==================== design 1
Design 1, clock routing:
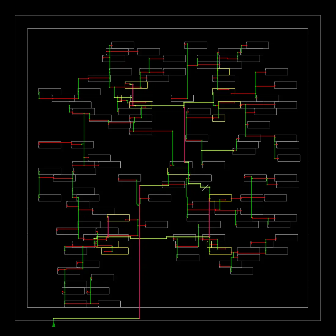

**src/rtl/external_interrupt_controller.sv**
```systemverilog
// IO-mapped interrupt controller: reloadable interval timer plus one synchronised
// external line, feeding a prioritised level request (timer first) to the core.
module external_interrupt_controller #(
    parameter logic [29:0] BASE_ADDR = 30'h0000_0100
) (
    input  logic        Clock,
    input  logic        Reset,
    input  logic        IO_EnR,
    input  logic        IO_EnW,
    input  logic [29:0] IO_Address,
    input  logic [31:0] IO_DataW,
    output logic [31:0] IO_DataR,
    input  logic        Ext_Irq,
    output logic        EIC_I_Req,
    output logic        EIC_I_Id
);

    logic [4:0]  r_ctrl;
    logic [1:0]  r_pend;
    logic [31:0] r_load;
    logic [31:0] r_count;
    logic        r_s1;
    logic        r_s2;
    logic        r_h;
    logic [31:0] r_dataR;

    logic [29:0] w_offset;
    logic        w_hit;
    logic [2:0]  w_sel;
    logic        w_wrCtrl;
    logic        w_wrPend;
    logic        w_wrLoad;
    logic        w_wrCount;
    logic        w_p0Set;
    logic        w_p1Set;
    logic [1:0]  w_pendClr;
    logic        w_src0;
    logic        w_src1;
    logic [31:0] w_readData;

    // Addresses below BASE_ADDR wrap to a large offset, so one compare covers both ends.
    assign w_offset  = IO_Address - BASE_ADDR;
    assign w_hit     = (w_offset < 30'd5);
    assign w_sel     = w_offset[2:0];

    assign w_wrCtrl  = IO_EnW & w_hit & (w_sel == 3'd0);
    assign w_wrPend  = IO_EnW & w_hit & (w_sel == 3'd1);
    assign w_wrLoad  = IO_EnW & w_hit & (w_sel == 3'd2);
    assign w_wrCount = IO_EnW & w_hit & (w_sel == 3'd3);

    assign w_p0Set   = r_ctrl[3] & (r_count == 32'd0) & ~w_wrCount;
    assign w_p1Set   = r_ctrl[4] ? (~r_s2 & r_h) : (r_s2 & ~r_h);
    assign w_pendClr = w_wrPend ? IO_DataW[1:0] : 2'b00;

    assign w_src0    = r_pend[0] & r_ctrl[1];
    assign w_src1    = r_pend[1] & r_ctrl[2];
    assign EIC_I_Req = r_ctrl[0] & (w_src0 | w_src1);
    assign EIC_I_Id  = EIC_I_Req & ~w_src0;

    assign IO_DataR  = r_dataR;

    always_comb begin
        w_readData = '0;
        if (w_hit) begin
            case (w_sel)
                3'd0:    w_readData = {27'd0, r_ctrl};
                3'd1:    w_readData = {30'd0, r_pend};
                3'd2:    w_readData = r_load;
                3'd3:    w_readData = r_count;
                3'd4:    w_readData = {30'd0, EIC_I_Req, EIC_I_Id};
                default: w_readData = '0;
            endcase
        end
    end

    always_ff @(posedge Clock or negedge Reset) begin
        if (!Reset) begin
            r_ctrl  <= '0;
            r_pend  <= '0;
            r_load  <= '0;
            r_count <= '0;
            r_s1    <= 1'b0;
            r_s2    <= 1'b0;
            r_h     <= 1'b0;
            r_dataR <= '0;
        end else begin
            r_s1 <= Ext_Irq;
            r_s2 <= r_s1;
            r_h  <= r_s2;

            if (w_wrCtrl)
                r_ctrl <= IO_DataW[4:0];
            if (w_wrLoad)
                r_load <= IO_DataW;

            // A software COUNT write overrides both decrement and reload.
            if (w_wrCount)
                r_count <= IO_DataW;
            else if (r_ctrl[3])
                r_count <= (r_count == 32'd0) ? r_load : (r_count - 32'd1);

            r_pend <= (r_pend & ~w_pendClr) | {w_p1Set, w_p0Set};

            if (IO_EnR)
                r_dataR <= w_readData;
        end
    end

endmodule
```
**config.mk**
```make
export PLATFORM = sky130hd
export DESIGN_NAME = external_interrupt_controller
export DESIGN_NICKNAME = d
export VERILOG_FILES = /design/src/rtl/external_interrupt_controller.sv
export SDC_FILE = /design/constraint.sdc
export NUM_CORES = 1
export LEC_CHECK = 0
export CAP_MARGIN = 30
export CORE_MARGIN = 5
export CORE_UTILIZATION = 45
export CTS_CLUSTER_SIZE = 30
export DETAILED_ROUTE_END_ITERATION = 6
export HOLD_SLACK_MARGIN = 0.08
export PLACE_DENSITY = 0.8
export SLEW_MARGIN = 10
export SYNTH_ARGS = -nofsm -noshare
export SYNTH_HDL_FRONTEND = slang
export SYNTH_SLANG_ARGS = --single-unit
```
**constraint.sdc**
```tcl
create_clock -name Clock -period 6.24 [get_ports Clock]
set_input_delay 1.248 -clock Clock [delete_from_list [all_inputs] [get_ports Clock]]
set_output_delay 1.248 -clock Clock [all_outputs]
set_load 0.05 [all_outputs]
```
==================== design 2
### src/rtl/hamming_pkg.sv
// Shared definitions for the SECDED Hamming decoder family: status codes and
// elaboration-time helpers describing the extended-Hamming codeword layout.
package hamming_pkg;

  typedef enum logic [1:0] {
    ST_CLEAN  = 2'b00,
    ST_CORR   = 2'b01,
    ST_UNCORR = 2'b10
  } status_e;

  // Smallest r with 2^r >= data_w + r + 1.
  function automatic int calc_parity_w(input int data_w);
    int r;
    r = 0;
    while ((1 << r) < data_w + r + 1) r++;
    return r;
  endfunction

  // True for Hamming positions 1, 2, 4, 8, ... (check-bit positions).
  function automatic bit is_pow2(input int pos);
    return (pos > 0) && ((pos & (pos - 1)) == 0);
  endfunction

  // Hamming position holding payload bit k: the k-th non-power-of-two
  // position counting upward from 3.
  function automatic int data_pos(input int k);
    int pos;
    int seen;
    pos  = 2;
    seen = -1;
    while (seen < k) begin
      pos++;
      if (!is_pow2(pos)) seen++;
    end
    return pos;
  endfunction

endpackage

### src/rtl/hamming_syndrome.sv
// Combinational syndrome / overall-parity generator for an extended Hamming
// codeword. Bit 0 is the overall parity bit; bits 1..CODE_W-1 are Hamming
// positions. Shared with the encoder-side checker.
module hamming_syndrome #(
  parameter int CODE_W   = 72,
  parameter int PARITY_W = $clog2(CODE_W)
) (
  input  logic [CODE_W-1:0]   code_i,
  output logic [PARITY_W-1:0] syndrome_o,
  output logic                parity_o
);

  // Syndrome is the XOR of the indices of every set position; p is the XOR of all bits.
  always_comb begin
    // NOTE: every combinational output is given a default before any
    // conditional update so no latch can be inferred.
    syndrome_o = '0;
    for (int i = 1; i < CODE_W; i++) begin
      if (code_i[i]) syndrome_o = syndrome_o ^ PARITY_W'(i);
    end
    parity_o = ^code_i;
  end

endmodule

### src/rtl/hamming_secded_pipe.sv
// Two-stage pipelined SECDED decoder on a valid/ready stream.
//   S1: codeword, enable, syndrome and overall parity.
//   S2: decoded payload, status and syndrome (the output register).
// Saturating corrected/uncorrectable counters advance on output handshakes.
module hamming_secded_pipe
  import hamming_pkg::*;
#(
  parameter int  DATA_W   = 64,
  parameter int  COUNT_W  = 16,
  localparam int PARITY_W = calc_parity_w(DATA_W),
  localparam int CODE_W   = DATA_W + PARITY_W + 1
) (
  input  logic                clk,
  input  logic                rst_n,
  input  logic                enable,
  input  logic                in_valid,
  output logic                in_ready,
  input  logic [CODE_W-1:0]   code_in,
  output logic                out_valid,
  input  logic                out_ready,
  output logic [DATA_W-1:0]   data_out,
  output logic [1:0]          status,
  output logic [PARITY_W-1:0] syndrome,
  input  logic                count_clr,
  output logic [COUNT_W-1:0]  corr_count,
  output logic [COUNT_W-1:0]  uncorr_count
);

  // Stage 1 state
  logic                s1_valid_q;
  logic [CODE_W-1:0]   s1_code_q;
  logic [PARITY_W-1:0] s1_syn_q;
  logic                s1_par_q;
  logic                s1_en_q;

  // Stage 2 state
  logic                s2_valid_q;
  logic [DATA_W-1:0]   s2_data_q;
  status_e             s2_status_q;
  logic [PARITY_W-1:0] s2_syn_q;

  // Error counters
  logic [COUNT_W-1:0]  corr_q;
  logic [COUNT_W-1:0]  uncorr_q;

  // Syndrome of the incoming word, registered into S1
  logic [PARITY_W-1:0] in_syn;
  logic                in_par;

  hamming_syndrome #(
    .CODE_W   (CODE_W),
    .PARITY_W (PARITY_W)
  ) u_syndrome (
    .code_i     (code_in),
    .syndrome_o (in_syn),
    .parity_o   (in_par)
  );

  // Flow control: S2 advances when empty or drained; S1 advances with in_ready.
  logic s2_advance;
  logic out_fire;

  assign s2_advance = !s2_valid_q || out_ready;
  assign in_ready   = !s1_valid_q || !s2_valid_q || out_ready;
  assign out_fire   = s2_valid_q && out_ready;

  // S1 capture: load a new word (or a bubble) whenever the pipe can move.
  always_ff @(posedge clk or negedge rst_n) begin
    // NOTE: sequential state uses non-blocking assignments so every stage
    // samples pre-edge values and the pipeline shifts as one.
    if (!rst_n) begin
      s1_valid_q <= 1'b0;
      s1_code_q  <= '0;
      s1_syn_q   <= '0;
      s1_par_q   <= 1'b0;
      s1_en_q    <= 1'b0;
    end else if (in_ready) begin
      s1_valid_q <= in_valid;
      if (in_valid) begin
        s1_code_q <= code_in;
        s1_syn_q  <= in_syn;
        s1_par_q  <= in_par;
        s1_en_q   <= enable;
      end
    end
  end

  // Decode of the S1 word: classify, optionally flip the faulty bit.
  logic              syn_nz;
  logic              syn_in_range;
  logic              do_flip;
  logic [CODE_W-1:0] fixed_code;
  logic [DATA_W-1:0] data_d;
  status_e           status_d;

  always_comb begin
    syn_nz       = |s1_syn_q;
    syn_in_range = int'(s1_syn_q) < CODE_W;
    do_flip      = syn_nz && s1_par_q && syn_in_range && s1_en_q;
    fixed_code   = s1_code_q ^ (CODE_W'(do_flip) << s1_syn_q);
    if (!syn_nz) begin
      // Error confined to the overall parity bit leaves the payload intact.
      status_d = s1_par_q ? ST_CORR : ST_CLEAN;
    end else if (s1_par_q && syn_in_range) begin
      status_d = ST_CORR;
    end else begin
      status_d = ST_UNCORR;
    end
  end

  // Payload bits sit at the non-power-of-two positions, ascending from 3.
  for (genvar k = 0; k < DATA_W; k++) begin : g_extract
    assign data_d[k] = fixed_code[data_pos(k)];
  end

  // S2 capture: holds while the output is stalled.
  always_ff @(posedge clk or negedge rst_n) begin
    if (!rst_n) begin
      s2_valid_q  <= 1'b0;
      s2_data_q   <= '0;
      s2_status_q <= ST_CLEAN;
      s2_syn_q    <= '0;
    end else if (s2_advance) begin
      s2_valid_q <= s1_valid_q;
      if (s1_valid_q) begin
        s2_data_q   <= data_d;
        s2_status_q <= status_d;
        s2_syn_q    <= s1_syn_q;
      end
    end
  end

  // Saturating error counters; a clear wins over a same-cycle increment.
  always_ff @(posedge clk or negedge rst_n) begin
    if (!rst_n) begin
      corr_q   <= '0;
      uncorr_q <= '0;
    end else if (count_clr) begin
      corr_q   <= '0;
      uncorr_q <= '0;
    end else if (out_fire) begin
      if (s2_status_q == ST_CORR && corr_q != '1) begin
        corr_q <= corr_q + COUNT_W'(1);
      end
      if (s2_status_q == ST_UNCORR && uncorr_q != '1) begin
        uncorr_q <= uncorr_q + COUNT_W'(1);
      end
    end
  end

  assign out_valid    = s2_valid_q;
  assign data_out     = s2_data_q;
  assign status       = s2_status_q;
  assign syndrome     = s2_syn_q;
  assign corr_count   = corr_q;
  assign uncorr_count = uncorr_q;

endmodule
### config.mk
export PLATFORM = sky130hd
export DESIGN_NAME = hamming_secded_pipe
export DESIGN_NICKNAME = d
export VERILOG_FILES = /design/src/rtl/hamming_pkg.sv /design/src/rtl/hamming_syndrome.sv /design/src/rtl/hamming_secded_pipe.sv
export SDC_FILE = /design/constraint.sdc
export NUM_CORES = 1
export LEC_CHECK = 0
export ABC_CLOCK_PERIOD_IN_PS = 3500
export CAP_MARGIN = 15
export CORE_MARGIN = 3
export CORE_UTILIZATION = 25
export CTS_CLUSTER_SIZE = 30
export DETAILED_ROUTE_END_ITERATION = 16
export GPL_ROUTABILITY_DRIVEN = 0
export SYNTH_ARGS = -nofsm -noshare
export SYNTH_HDL_FRONTEND = slang
export SYNTH_SLANG_ARGS = --single-unit
### constraint.sdc
create_clock -name clk -period 3.5 [get_ports clk]
set_clock_uncertainty 0.15 [all_clocks]
set_input_delay 0.7 -clock clk [delete_from_list [all_inputs] [get_ports clk]]
set_output_delay 0.7 -clock clk [all_outputs]
set_load 0.1 [all_outputs]
Design 2, clock routing:
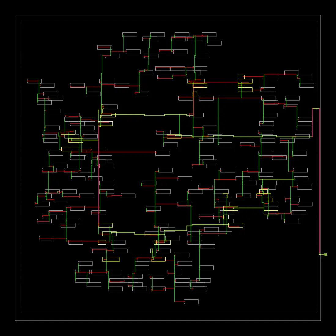
P_clk: 0.00198 W
flop count: 180
total CTS buffers: 17

==> results.yml, design 2 <==
# implementation run metrics
global_route:
  grt_use_total_pct: 14.4
  overflow: 0
  grt_pass1_wl_mm: 41.6
  met1_usage_pct: 20.2
run_status:
  status: "completed"
power_and_ir_drop:
  p_seq_share_pct: 32.5
  pwr-share-comb_pct: 44.4
placement:
  io_buffers: 184
  placed_cells: 1504
  dp_hpwl_mm: 20.9
synthesis:
  synth_cell_types: 32
  edf_count: 0
  synth_area_um2: 9040
  mux_area_share_pct: 9.19
  yosysWarnings: 0
  ys_sh_adder_pct: 0.277
  ys.flop_type: "dfrtp_1"
  syn-num-nets: 932
  simple_gate_area_share_pct: 12.5
drt:
  wl_met1_mm: 12.9
  wl_per_cell_um: 17.8
  top_layer: "met5"
  wl_mm: 27.4
critical_path:
  slowest_delay_ns: 0.54
  cp_cell_sequence: "clkdlybuf4s50_1 -> xor2_1 -> xnor2_1 -> buf_4 -> xnor2_1 -> xnor3_1 -> xnor2_1 -> xnor3_1 -> o21ai_1"
  cp.arrival_ns: 3.01
  reg2reg_to: "data_out[39]"
  critPathBufInv: 2
clock_network:
  clockBufferDepth: 2
  holdBufCountCts: 0
  post-cts-setup-buffers: 0
final_timing:
  slew_headroom_pct: 30.9
  slew_viol_final: 0
finish:
  drive_above_1_share_pct: 23.5
  buf_share_pct: 15.9
  clock_buffers: 23
die:
  die_area_um2: 38500
run:
  openroad.warnings: 26
design 2: synth_stat cells, types with 5 or more instances:
cell type  count
nand4_1       10
nand2_1      160
xor2_1       106
nor3_1        10
nor2_1        39
mux2_2        72
nand2b_1       8
xnor2_1      117
buf_1          5
o21ai_1       71
clkbuf_1      24
nand3_1       10
dfrtp_1      180
design 2: cells in the final DEF (no fill, tap or decap), types with 5 or more instances in the layout:
cell and instances:
xor2_1 106, clkdlybuf4s50_1 76, xnor2_1 117, buf_4 138, buf_12 5, mux2_2 72, nand2_1 158, dfrtp_1 180
nor3_1 10, nand3_1 10, nor2_1 39, nand2b_1 8, nand4_1 10, clkbuf_16 17, o21ai_1 71
design 2: worst min path at each step:
| stage | startpoint | endpoint | slack (ns) | depth (start not counted) |
|---|---|---|---|---|
| 6_report | rst_n | uncorr_count[5] | 0.11 | 1 |
| 5_1_grt | rst_n | uncorr_count[4] | 0.16 | 1 |
| 4_1_cts | rst_n | uncorr_count[4] | 0.17 | 1 |
| 3_5_place_dp | data_out[48] | data_out[48] | 0.33 | 2 |
| 3_3_place_gp | data_out[60] | data_out[60] | 0.32 | 2 |
| 2_1_floorplan | rst_n | corr_count[0] | 0.25 | 0 |
Design 1, routed clock nets over the placement:
Bar = 50 µm.
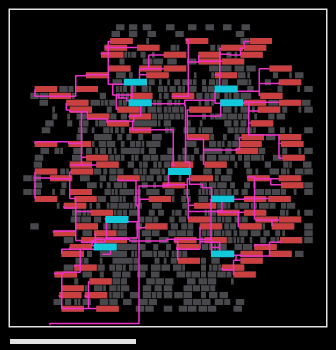
[red] flip-flops | count: 106
[cyan] clock-net drivers | count: 9
[magenta] clock wires | length: 1300 µm
flops lie	spread over the die
routed clock nets	10

About 'clock routing' of design 1:
total CTS buffers: 9
P_clk: 0.000576 W
clk_buf instances: 11
Sinks on Clock Net: 106
Insertion Delay late pin: 0.35 ns

==> results.yml, design 1 <==
# implementation run metrics
run_status:
  status: "finished with violations"
  failed_checks: "DRC"
finish:
  final_core_util_pct: 56.0
  final-clk-cell-share_pct: 3.98
  diodes: 0
  num-nonclk-inverters: 42
die:
  pin_count: 101
  die_h_um: 125
placement:
  io_buffers: 100
  dp_hpwl_mm: 11.6
power_and_ir_drop:
  p_leak_nw: 2.83
  power_switching_w: 0.000291
  total_power_w: 0.00135
  powerDensity_nw_per_um2: 184
  comb_cell_power_w: 0.0000884
  pwr-share-comb_pct: 6.5
  pwr-share-clk_pct: 42.6
  power_leader: "sequential cells"
  p_int_w: 0.00106
  p_seq_share_pct: 50.9
critical_path:
  crit_path_end: "r_count[9]"
  reg2reg_to: "r_count[8]"
  timing.rr.start: "r_count[4]"
  crit_path_end_kind: "flip-flop"
  critPathMaxFanout: 30
synthesis:
  ys_sh_adder_pct: 0.419
  synth_cell_types: 70
  synth_seq_share_pct: 44.5
  async_flop_share_pct: 100
  ys_cells: 604
clock_network:
  holdBufCountCts: 0
final_timing:
  setup_violations: 0
  period_needed_ns: 3.53
hold_path:
  hold_end: "r_s2"
drt:
  drc: 1
  wl_mm: 17.3
  dr.pass1.iters: 7
  viasPerCell: 6.21
global_route:
  grt_max_degree: 71
  antenna_found_initial: 0
run:
  openroad.warnings: 27
[design 1: layer usage]
metal	global-route usage, %	up-vias
li1	-	2448
met5	0	-
met4	6.70	0
met2	35.7	232
met3	4.14	23
met1	29.7	2634
[design 1: worst max-delay path: stages]
cell and delay, ns:
clkdlybuf4s50_1 0.74, and3b_1 0.22, buf_4 0.34, nand4_1 0.73, o22a_1 0.48
[design 1: cell usage after synthesis (11+ instances only)]
| cell | count |
|---|---|
| nor2_1 | 37 |
| a22oi_1 | 33 |
| a21oi_1 | 14 |
| o31ai_1 | 18 |
| buf_2 | 11 |
| dfrtp_1 | 106 |
| inv_1 | 42 |
| nand2_1 | 42 |
| nor3_1 | 14 |
| o21ai_0 | 16 |
| mux2_2 | 43 |
| clkbuf_1 | 23 |
| o22ai_1 | 35 |
| nor4_1 | 17 |
[design 1: cells by family after synthesis]
group | after synthesis
AND-OR/OR-AND | 178
buffers and inverters | 87
AND/OR/NAND/NOR | 180
adder cells (fa/ha/maj) | 2
flip-flops | 106
multiplexers | 51
[design 1: flip-flops by register name, indices dropped and copies added (netlist names)]
signal,flops
r_s1,1
r_h,1
r_ctrl,5
r_load,32
IO_DataR,32
r_s2,1
r_count,32
r_pend,2

==================== design 3
Design 3, wiring by layer:
Bar = 20 µm. Only two layers are drawn.
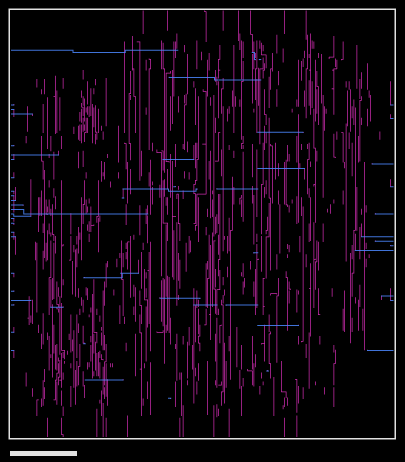

## src/rtl/pla_in5_resp_buffer.sv

```systemverilog
// Response buffer behind the in5 PLA decoder: FWFT FIFO, sample counter, drop flag.
// Latency: one cycle from push to out_valid/out_data when the FIFO is empty.
// Backpressure: in_ready = not full (state only); samples offered while full are dropped and set ovf.
//
// Ports:
//   clk, rst            rising-edge clock, asynchronous active-high reset
//   in_valid/in_ready   decoder sample handshake, in_data[WIDTH-1:0] = z(i)
//   out_valid/out_ready head-of-FIFO handshake, out_data = oldest sample
//   level               occupancy 0..DEPTH
//   ovf, ovf_clr        sticky drop flag and its synchronous clear
//   sample_cnt          saturating count of accepted samples
//   misr_sig, misr_clr  signature of accepted samples (only with PLA_IN5_MISR_EN defined)
module pla_in5_resp_buffer #(
    parameter int WIDTH = 14,
    parameter int DEPTH = 8,
`ifdef PLA_IN5_MISR_EN
    parameter int CNT_W = 16,
    parameter logic [WIDTH-1:0] MISR_POLY = 14'h1053
`else
    parameter int CNT_W = 16
`endif
) (
    input  logic                     clk,
    input  logic                     rst,
    input  logic                     in_valid,
    input  logic [WIDTH-1:0]         in_data,
    output logic                     in_ready,
    output logic                     out_valid,
    output logic [WIDTH-1:0]         out_data,
    input  logic                     out_ready,
    output logic [$clog2(DEPTH):0]   level,
    output logic                     ovf,
    input  logic                     ovf_clr,
    output logic [CNT_W-1:0]         sample_cnt
`ifdef PLA_IN5_MISR_EN
    ,
    output logic [WIDTH-1:0]         misr_sig,
    input  logic                     misr_clr
`endif
);

    localparam int AW = $clog2(DEPTH);
    localparam int LW = AW + 1;

    logic [WIDTH-1:0] mem [DEPTH];
    logic [AW-1:0]    wr_ptr;
    logic [AW-1:0]    rd_ptr;
    logic             push;
    logic             pop;

    // Full/empty decoded from level only, so out_ready never reaches in_ready.
    assign in_ready  = (level != LW'(DEPTH));
    assign out_valid = (level != '0);
    assign push      = in_valid & in_ready;
    assign pop       = out_valid & out_ready;
    assign out_data  = mem[rd_ptr];

    // Storage carries no reset; contents are ignored while level is 0.
    always_ff @(posedge clk) begin
        if (push) begin
            mem[wr_ptr] <= in_data;
        end
    end

    always_ff @(posedge clk or posedge rst) begin
        if (rst) begin
            wr_ptr <= '0;
            rd_ptr <= '0;
            level  <= '0;
        end else begin
            if (push) begin
                wr_ptr <= wr_ptr + AW'(1);
            end
            if (pop) begin
                rd_ptr <= rd_ptr + AW'(1);
            end
            // Push+pop together leaves level alone; at level 1 the new sample
            // lands at wr_ptr == rd_ptr+1, which becomes the head next cycle.
            case ({push, pop})
                2'b10:   level <= level + LW'(1);
                2'b01:   level <= level - LW'(1);
                default: level <= level;
            endcase
        end
    end

    // A drop while full sets ovf; set wins over a same-cycle clear.
    always_ff @(posedge clk or posedge rst) begin
        if (rst) begin
            ovf <= 1'b0;
        end else if (in_valid && !in_ready) begin
            ovf <= 1'b1;
        end else if (ovf_clr) begin
            ovf <= 1'b0;
        end
    end

    always_ff @(posedge clk or posedge rst) begin
        if (rst) begin
            sample_cnt <= '0;
        end else if (push && (sample_cnt != '1)) begin
            sample_cnt <= sample_cnt + CNT_W'(1);
        end
    end

`ifdef PLA_IN5_MISR_EN
    // Shift left, fold the outgoing MSB back through the taps, then mix in the sample.
    always_ff @(posedge clk or posedge rst) begin
        if (rst) begin
            misr_sig <= '0;
        end else if (misr_clr) begin
            misr_sig <= '0;
        end else if (push) begin
            misr_sig <= ({misr_sig[WIDTH-2:0], 1'b0}
                         ^ (misr_sig[WIDTH-1] ? MISR_POLY : '0))
                        ^ in_data;
        end
    end
`endif

endmodule
```

## config.mk

```make
export PLATFORM = sky130hd
export DESIGN_NAME = pla_in5_resp_buffer
export DESIGN_NICKNAME = d
export VERILOG_FILES = /design/src/rtl/pla_in5_resp_buffer.sv
export SDC_FILE = /design/constraint.sdc
export NUM_CORES = 1
export LEC_CHECK = 0
export CAP_MARGIN = 0
export CORE_AREA = 3 3 112 125
export DETAILED_ROUTE_END_ITERATION = 7
export DIE_AREA = 0 0 115 128
export PLACE_DENSITY_LB_ADDON = 0.08
export SLEW_MARGIN = 20
export SYNTH_ARGS = -nofsm -noshare
export SYNTH_HDL_FRONTEND = slang
export SYNTH_SLANG_ARGS = --single-unit
```

## constraint.sdc

```tcl
create_clock -name clk -period 2.9 [get_ports clk]
set_input_delay 0.58 -clock clk [delete_from_list [all_inputs] [get_ports clk]]
set_output_delay 0.58 -clock clk [all_outputs]
set_load 0.02 [all_outputs]
```

==================== design 4
===== src/rtl/ioctl_tx_streamer.sv =====
// Streams a byte image from a synchronous source memory onto the ioctl download bus.
// Optional IOCTL_TX_CHECKSUM_EN adds a running mod-256 sum of written bytes on ioctl_sum.
module ioctl_tx_streamer #(
  parameter int unsigned ADDR_W      = 25,
  parameter int unsigned SRC_LATENCY = 1,
  parameter int unsigned WR_GAP      = 2,
  parameter int unsigned TAIL_CYCLES = 4
) (
  input  logic              clk_48,
  input  logic              reset,
  input  logic              start,
  input  logic              abort,
  input  logic [7:0]        index_in,
  input  logic [ADDR_W-1:0] length,
  output logic              src_rd,
  output logic [ADDR_W-1:0] src_addr,
  input  logic [7:0]        src_data,
  output logic              ioctl_download,
  output logic              ioctl_wr,
  output logic [ADDR_W-1:0] ioctl_addr,
  output logic [7:0]        ioctl_dout,
  output logic [7:0]        ioctl_index,
  input  logic              ioctl_wait,
`ifdef IOCTL_TX_CHECKSUM_EN
  output logic [7:0]        ioctl_sum,
`endif
  output logic              busy,
  output logic              done
);

  typedef enum logic [2:0] {StIdle, StFetch, StWait, StWrite, StGap, StTail} state_e;

  state_e            state_q, state_d;
  logic [ADDR_W-1:0] cnt_q, cnt_d, len_q, len_d;
  logic [31:0]       tmr_q, tmr_d;
  logic              src_rd_q, src_rd_d, dl_q, dl_d, wr_q, wr_d, busy_q, busy_d, done_q, done_d;
  logic [ADDR_W-1:0] src_addr_q, src_addr_d, addr_q, addr_d;
  logic [7:0]        dout_q, dout_d, index_q, index_d;
  logic              accept_start;

  assign accept_start = (state_q == StIdle) && start && !abort;

  always_comb begin
    state_d    = state_q;
    cnt_d      = cnt_q;
    len_d      = len_q;
    tmr_d      = tmr_q;
    src_rd_d   = 1'b0;
    src_addr_d = src_addr_q;
    dl_d       = dl_q;
    wr_d       = 1'b0;
    addr_d     = addr_q;
    dout_d     = dout_q;
    index_d    = index_q;
    busy_d     = busy_q;
    done_d     = 1'b0;
    unique case (state_q)
      StIdle: begin
        if (accept_start) begin
          if (length != '0) begin
            index_d    = index_in;
            len_d      = length;
            cnt_d      = '0;
            dl_d       = 1'b1;
            busy_d     = 1'b1;
            src_rd_d   = 1'b1;
            src_addr_d = '0;
            state_d    = StFetch;
          end else begin
            done_d = 1'b1;
          end
        end
      end
      StFetch: begin
        tmr_d   = '0;
        state_d = StWait;
      end
      StWait: begin
        if (tmr_q == SRC_LATENCY - 1) begin
          dout_d  = src_data;
          addr_d  = cnt_q;
          state_d = StWrite;
        end else begin
          tmr_d = tmr_q + 32'd1;
        end
      end
      StWrite: begin
        if (!ioctl_wait) begin
          wr_d    = 1'b1;
          cnt_d   = cnt_q + ADDR_W'(1);
          tmr_d   = '0;
          state_d = StGap;
        end
      end
      StGap: begin
        if (tmr_q == WR_GAP - 1) begin
          tmr_d = '0;
          if (cnt_q == len_q) begin
            state_d = StTail;
          end else begin
            src_rd_d   = 1'b1;
            src_addr_d = cnt_q;
            state_d    = StFetch;
          end
        end else begin
          tmr_d = tmr_q + 32'd1;
        end
      end
      StTail: begin
        if (tmr_q == TAIL_CYCLES - 1) begin
          dl_d    = 1'b0;
          busy_d  = 1'b0;
          done_d  = 1'b1;
          state_d = StIdle;
        end else begin
          tmr_d = tmr_q + 32'd1;
        end
      end
      default: state_d = StIdle;
    endcase
    // Abort overrides everything but leaves the last address/data/index visible.
    if (abort && (state_q != StIdle)) begin
      state_d  = StIdle;
      dl_d     = 1'b0;
      wr_d     = 1'b0;
      src_rd_d = 1'b0;
      busy_d   = 1'b0;
      done_d   = 1'b0;
      addr_d   = addr_q;
      dout_d   = dout_q;
    end
  end

  always_ff @(posedge clk_48) begin
    if (reset) begin
      state_q    <= StIdle;
      cnt_q      <= '0;
      len_q      <= '0;
      tmr_q      <= '0;
      src_rd_q   <= 1'b0;
      src_addr_q <= '0;
      dl_q       <= 1'b0;
      wr_q       <= 1'b0;
      addr_q     <= '0;
      dout_q     <= '0;
      index_q    <= '0;
      busy_q     <= 1'b0;
      done_q     <= 1'b0;
    end else begin
      state_q    <= state_d;
      cnt_q      <= cnt_d;
      len_q      <= len_d;
      tmr_q      <= tmr_d;
      src_rd_q   <= src_rd_d;
      src_addr_q <= src_addr_d;
      dl_q       <= dl_d;
      wr_q       <= wr_d;
      addr_q     <= addr_d;
      dout_q     <= dout_d;
      index_q    <= index_d;
      busy_q     <= busy_d;
      done_q     <= done_d;
    end
  end

`ifdef IOCTL_TX_CHECKSUM_EN
  logic [7:0] sum_q, sum_d;

  always_comb begin
    sum_d = sum_q;
    if (accept_start) begin
      sum_d = '0;
    end else if (wr_q) begin
      sum_d = sum_q + dout_q;
    end
  end

  always_ff @(posedge clk_48) begin
    if (reset) begin
      sum_q <= '0;
    end else begin
      sum_q <= sum_d;
    end
  end

  assign ioctl_sum = sum_q;
`endif

  assign src_rd         = src_rd_q;
  assign src_addr       = src_addr_q;
  assign ioctl_download = dl_q;
  assign ioctl_wr       = wr_q;
  assign ioctl_addr     = addr_q;
  assign ioctl_dout     = dout_q;
  assign ioctl_index    = index_q;
  assign busy           = busy_q;
  assign done           = done_q;

endmodule


===== config.mk =====
export PLATFORM = sky130hd
export DESIGN_NAME = ioctl_tx_streamer
export DESIGN_NICKNAME = d
export VERILOG_FILES = /design/src/rtl/ioctl_tx_streamer.sv
export SDC_FILE = /design/constraint.sdc
export NUM_CORES = 1
export LEC_CHECK = 0
export ABC_CLOCK_PERIOD_IN_PS = 2300
export CORE_MARGIN = 2
export CORE_UTILIZATION = 50
export CTS_BUF_LIST = sky130_fd_sc_hd__clkbuf_8
export DETAILED_ROUTE_END_ITERATION = 7
export PLACE_DENSITY = 0.86
export SYNTH_ARGS = -nofsm -noshare
export SYNTH_HDL_FRONTEND = slang
export SYNTH_SLANG_ARGS = --single-unit
export TNS_END_PERCENT = 30

===== constraint.sdc =====
create_clock -name clk_48 -period 2.3 [get_ports clk_48]
set_input_delay 0.46 -clock clk_48 [delete_from_list [all_inputs] [get_ports clk_48]]
set_output_delay 0.46 -clock clk_48 [all_outputs]
set_load 0.01 [all_outputs]

Design 3, sequential cells coloured by netlist name:
Bar = 20 µm.
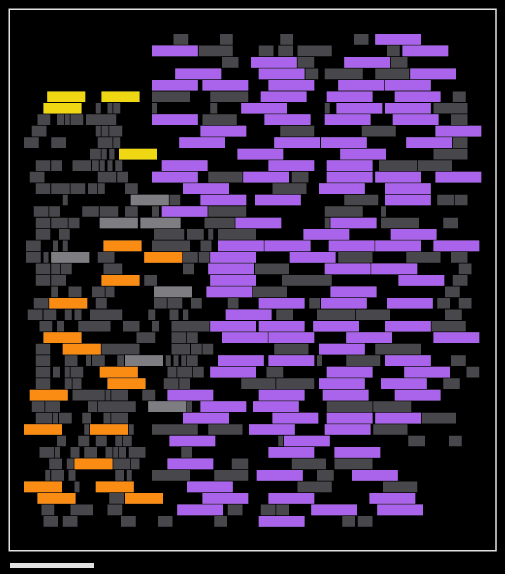
colour	name in the netlist	placed flops
orange	sample_cnt	16
purple	mem	112
yellow	level	4
not coloured	7

About 'wiring by layer' of design 3:
colour	layer	wire length
magenta	M2	5200 µm
blue	M3	373 µm

==> results.yml, design 3 <==
# implementation run metrics
run_status:
  status: "completed"
finish:
  nets: 417
  seq_area_um2: 4040
  fillers: 1024
  area_growth_pct: 26.0
  clock_buffers: 22
  layout.cells.non_filler: 561
  num-nonclk-inverters: 9
  drive_above_1_share_pct: 25.5
  largestClassByArea: "flip-flops and latches"
drt:
  wl_mm: 10.7
  antenna_left: 0
  drc: 0
clock_network:
  post-cts-setup-buffers: 0
  cts_buffers: 17
  clk_pin_slew_worst_paths_ns: 0.05
  clock-sinks: 139
  root_buffer: "clkbuf_16"
final_timing:
  fmax_mhz: 356
  tns_ns: 0
  hold_slack_ns: 0.522
  period_needed_ns: 2.81
critical_path:
  criticalPathCategory: "flip-flop to output pin"
  critPathTopFamily: "multiplexers"
  critPathLaunch: "rd_ptr[0]"
  reg2reg_slack_ns: 0.22
  critPathMaxFanout: 10
  cp.arrival_ns: 2.23
  reg2reg_to: "level[3]"
  cp.depth: 4
  reg2reg_depth: 9
synthesis:
  syn_avg_cell_area_um2: 18.7
  mux_area_share_pct: 15.6
  edf_count: 112
  synth_cell_types: 39
  yosysWarnings: 0
  synth_seq_share_pct: 70.6
  ys_sh_adder_pct: 1.66
  syn-num-nets: 332
placement:
  io_buffers: 55
  dp_hpwl_mm: 6.54
  gp_congestion: 0.755
  placed_cells: 526
power_and_ir_drop:
  power_switching_w: 0.00221
  p_seq_share_pct: 37.8
  pwr-share-comb_pct: 33.9
  comb_cell_power_w: 0.00249
  powerDensity_nw_per_um2: 1020
die:
  die_area_um2: 14700
  initCoreUtil_pct: 45.0
  core_area_um2: 12700
global_route:
  overflow: 0
  antenna_found_initial: 0
  grt_pass1_vias: 3292
hold_path:
  hold_end: "sample_cnt[7]"
design 3: synth_stat cells, drive strengths merged (7+ instances only):
cell / n / area share, %
xor2: 9 / 1.4
buf: 7 / 0.85
mux4: 28 / 11
nand2: 15 / 1.1
nand3: 11 / 0.96
edfxtp: 112 / 59
mux2: 23 / 4.6
dfrtp: 27 / 12
nor3: 10 / 0.88
inv: 9 / 0.59
design 3: registers in the layout (all words and copies together), names as in the netlist:
| name | cells |
|---|---|
| level | 4 |
| mem | 112 |
| ovf | 1 |
| rd_ptr | 3 |
| sample_cnt | 16 |
| wr_ptr | 3 |
design 3: metal layers:
metal | vias up | GRT usage (%) | wire (µm)
met4 | 0 | 6.56 | 218
met1 | 1571 | 22.0 | 4890
met5 | - | 0 | 0
met2 | 65 | 24.7 | 5200
li1 | 1398 | - | -
met3 | 19 | 4.49 | 372
design 3: through the flow:
step	cell area (µm²)	util, %	worst slack, ns	total power [W]
2_1_floorplan	5720	-	0.0569	0.00436
3_3_place_gp	6600	52.0	0.310	0.00535
3_5_place_dp	6600	52.0	0.206	0.00538
4_1_cts	7180	56.6	0.0236	0.00742
5_1_grt	7200	56.7	0.0302	0.00774
6_report	7200	56.7	0.0898	0.00734
Design 4, cell classes on the final placement:
Fill, decap, tap and diode cells in grey.
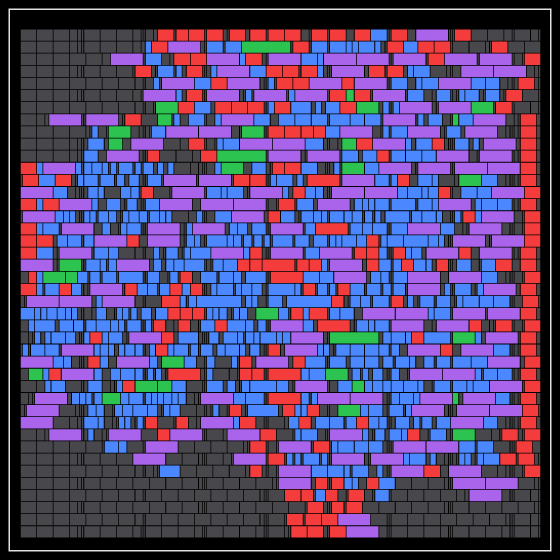
colour	class	cells	share of their area
red	remaining buffers and delay cells	200	21%
green	clock drivers and dummy loads	31	4.5%
blue	remaining logic cells	532	40%
purple	registers	155	35%

==> results.yml, design 4 <==
# implementation run metrics
run_status:
  status: "completed"
drt:
  route.met3.wl_um: 994
  wl_met1_mm: 7.31
global_route:
  grt_use_total_pct: 26.1
  grt_pass1_wl_mm: 30.0
  overflow: 0
synthesis:
  ys_cells: 745
  mux_area_share_pct: 9.76
  yosysWarnings: 0
die:
  die_w_um: 121
  die_area_um2: 14700
  die_h_um: 121
final_timing:
  setup_violations: 0
  tns_ns: 0
  rsz0062_at_grt: "yes"
  clock_skew_ns: 0.0166
finish:
  comb_area_um2: 3510
  area_growth_pct: 33.7
  largestClassByArea: "combinational gates"
  final-clk-cell-share_pct: 4.43
  comb_share_pct: 38.2
critical_path:
  critPathLaunchType: "primary input"
  crit_path_end_kind: "flip-flop"
  criticalPathCategory: "primary input to flip-flop"
hold_path:
  whs_path_depth: 2
clock_network:
  root_buffer: "clkbuf_8"
placement:
  io_buffers: 116
power_and_ir_drop:
  p_leak_nw: 3.52
[design 4: path summary, 6_finish.rpt]
check | slack, ns | start | endpoint
setup / recovery | 0.05 | length[22] | cnt_q[10]
setup reg to reg | 0.06 | tmr_q[17] | ioctl_dout[7]
hold / removal | 0.48 | reset | ioctl_index[4]
hold reg to reg | 0.48 | src_addr[8] | src_addr[8]
[design 4: synth_stat cells (all sizes together) (5+ instances only)]
master,n,area share [%]
or3,5,0.53
nand4,24,2.2
a21oi,29,2.3
nor2,126,6.9
o32ai,6,0.76
nand3,34,2.5
xnor2,38,4.8
nor4,18,1.6
inv,13,0.71
nor3,5,0.53
xor2,30,3.8
buf,25,2.5
nand2,39,2.1
nand2b,5,0.46
and3,11,1.0
a211oi,8,0.87
a2111oi,6,0.80
a22o,25,3.2
clkbuf,33,1.8
mux2i,67,9.8
dfxtp,155,45
[design 4: state kept, by name (all words and copies together) (netlist names)]
register	flops
busy	1
src_rd	1
src_addr	25
ioctl_index	8
ioctl_dout	8
state_q	3
ioctl_wr	1
tmr_q	32
len_q	25
cnt_q	25
done	1
ioctl_addr	25


==> layout pictures side by side <==
Cell classes on the final placement.
Fill, decap, tap and diode cells in grey.
picture 1
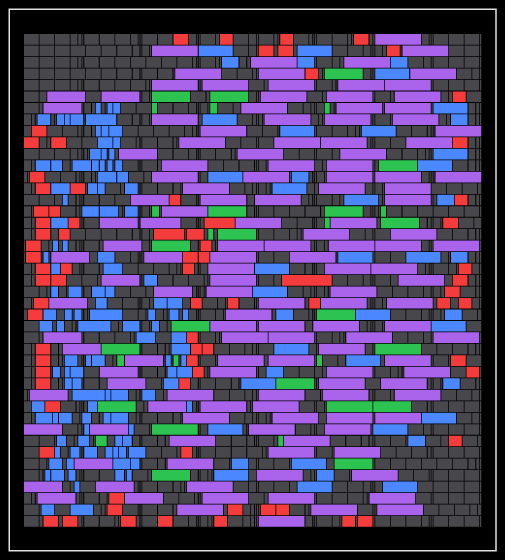
picture 2
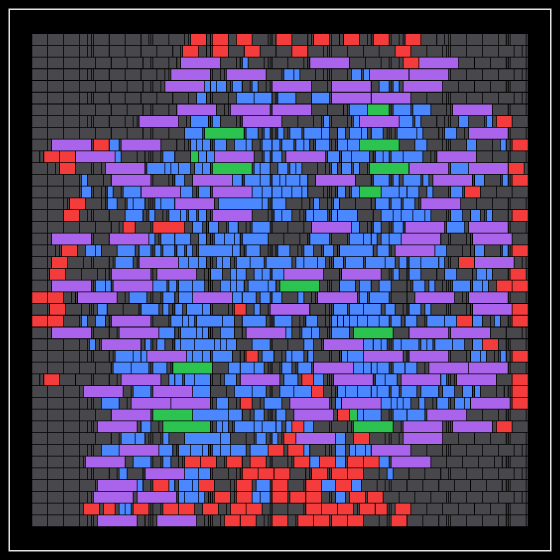
picture 3
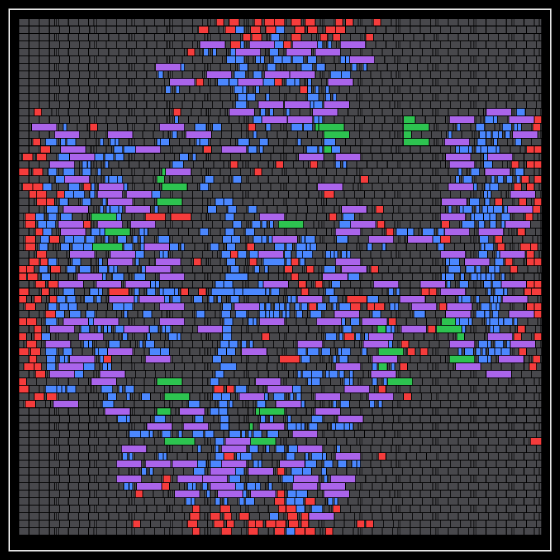
Picture 1 is design 3.
Picture 3 is design 2.
Picture 2 is design 1.
The one with the most cells is picture 3.
The one with the lowest utilization is picture 3.

Key to picture 2:
colour	class	cells	share of their area
green	clock drivers and dummy loads	14	4.1%
purple	registers	106	37%
red	remaining buffers and delay cells	111	15%
blue	remaining logic cells	453	43%


==> notes/layouts.md <==
Pictures saved along the way, in no particular order.

Wiring by layer.
panel A
Bar = 50 µm. Only two layers are drawn.
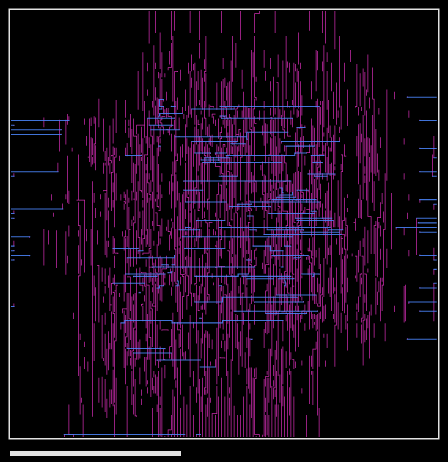
panel B
Bar = 20 µm. Only two layers are drawn.
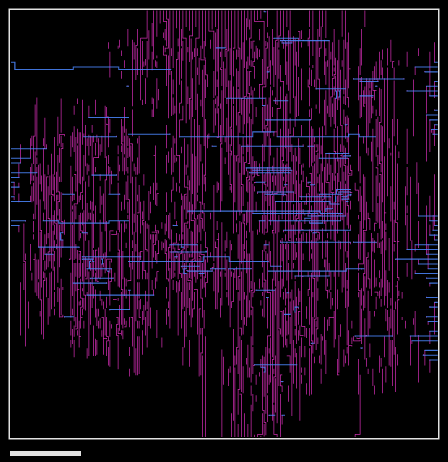
panel C
Bar = 50 µm. Only two layers are drawn.
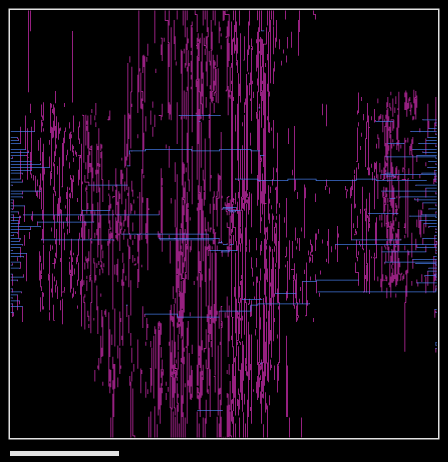
panel B -> design 4
panel C -> design 2
panel A -> design 1

Key to panel A:
colour	layer	wire length
blue	M3	1140 µm
magenta	M2	8530 µm

Power figures rest on the tool's default switching activity, not on a simulated workload.
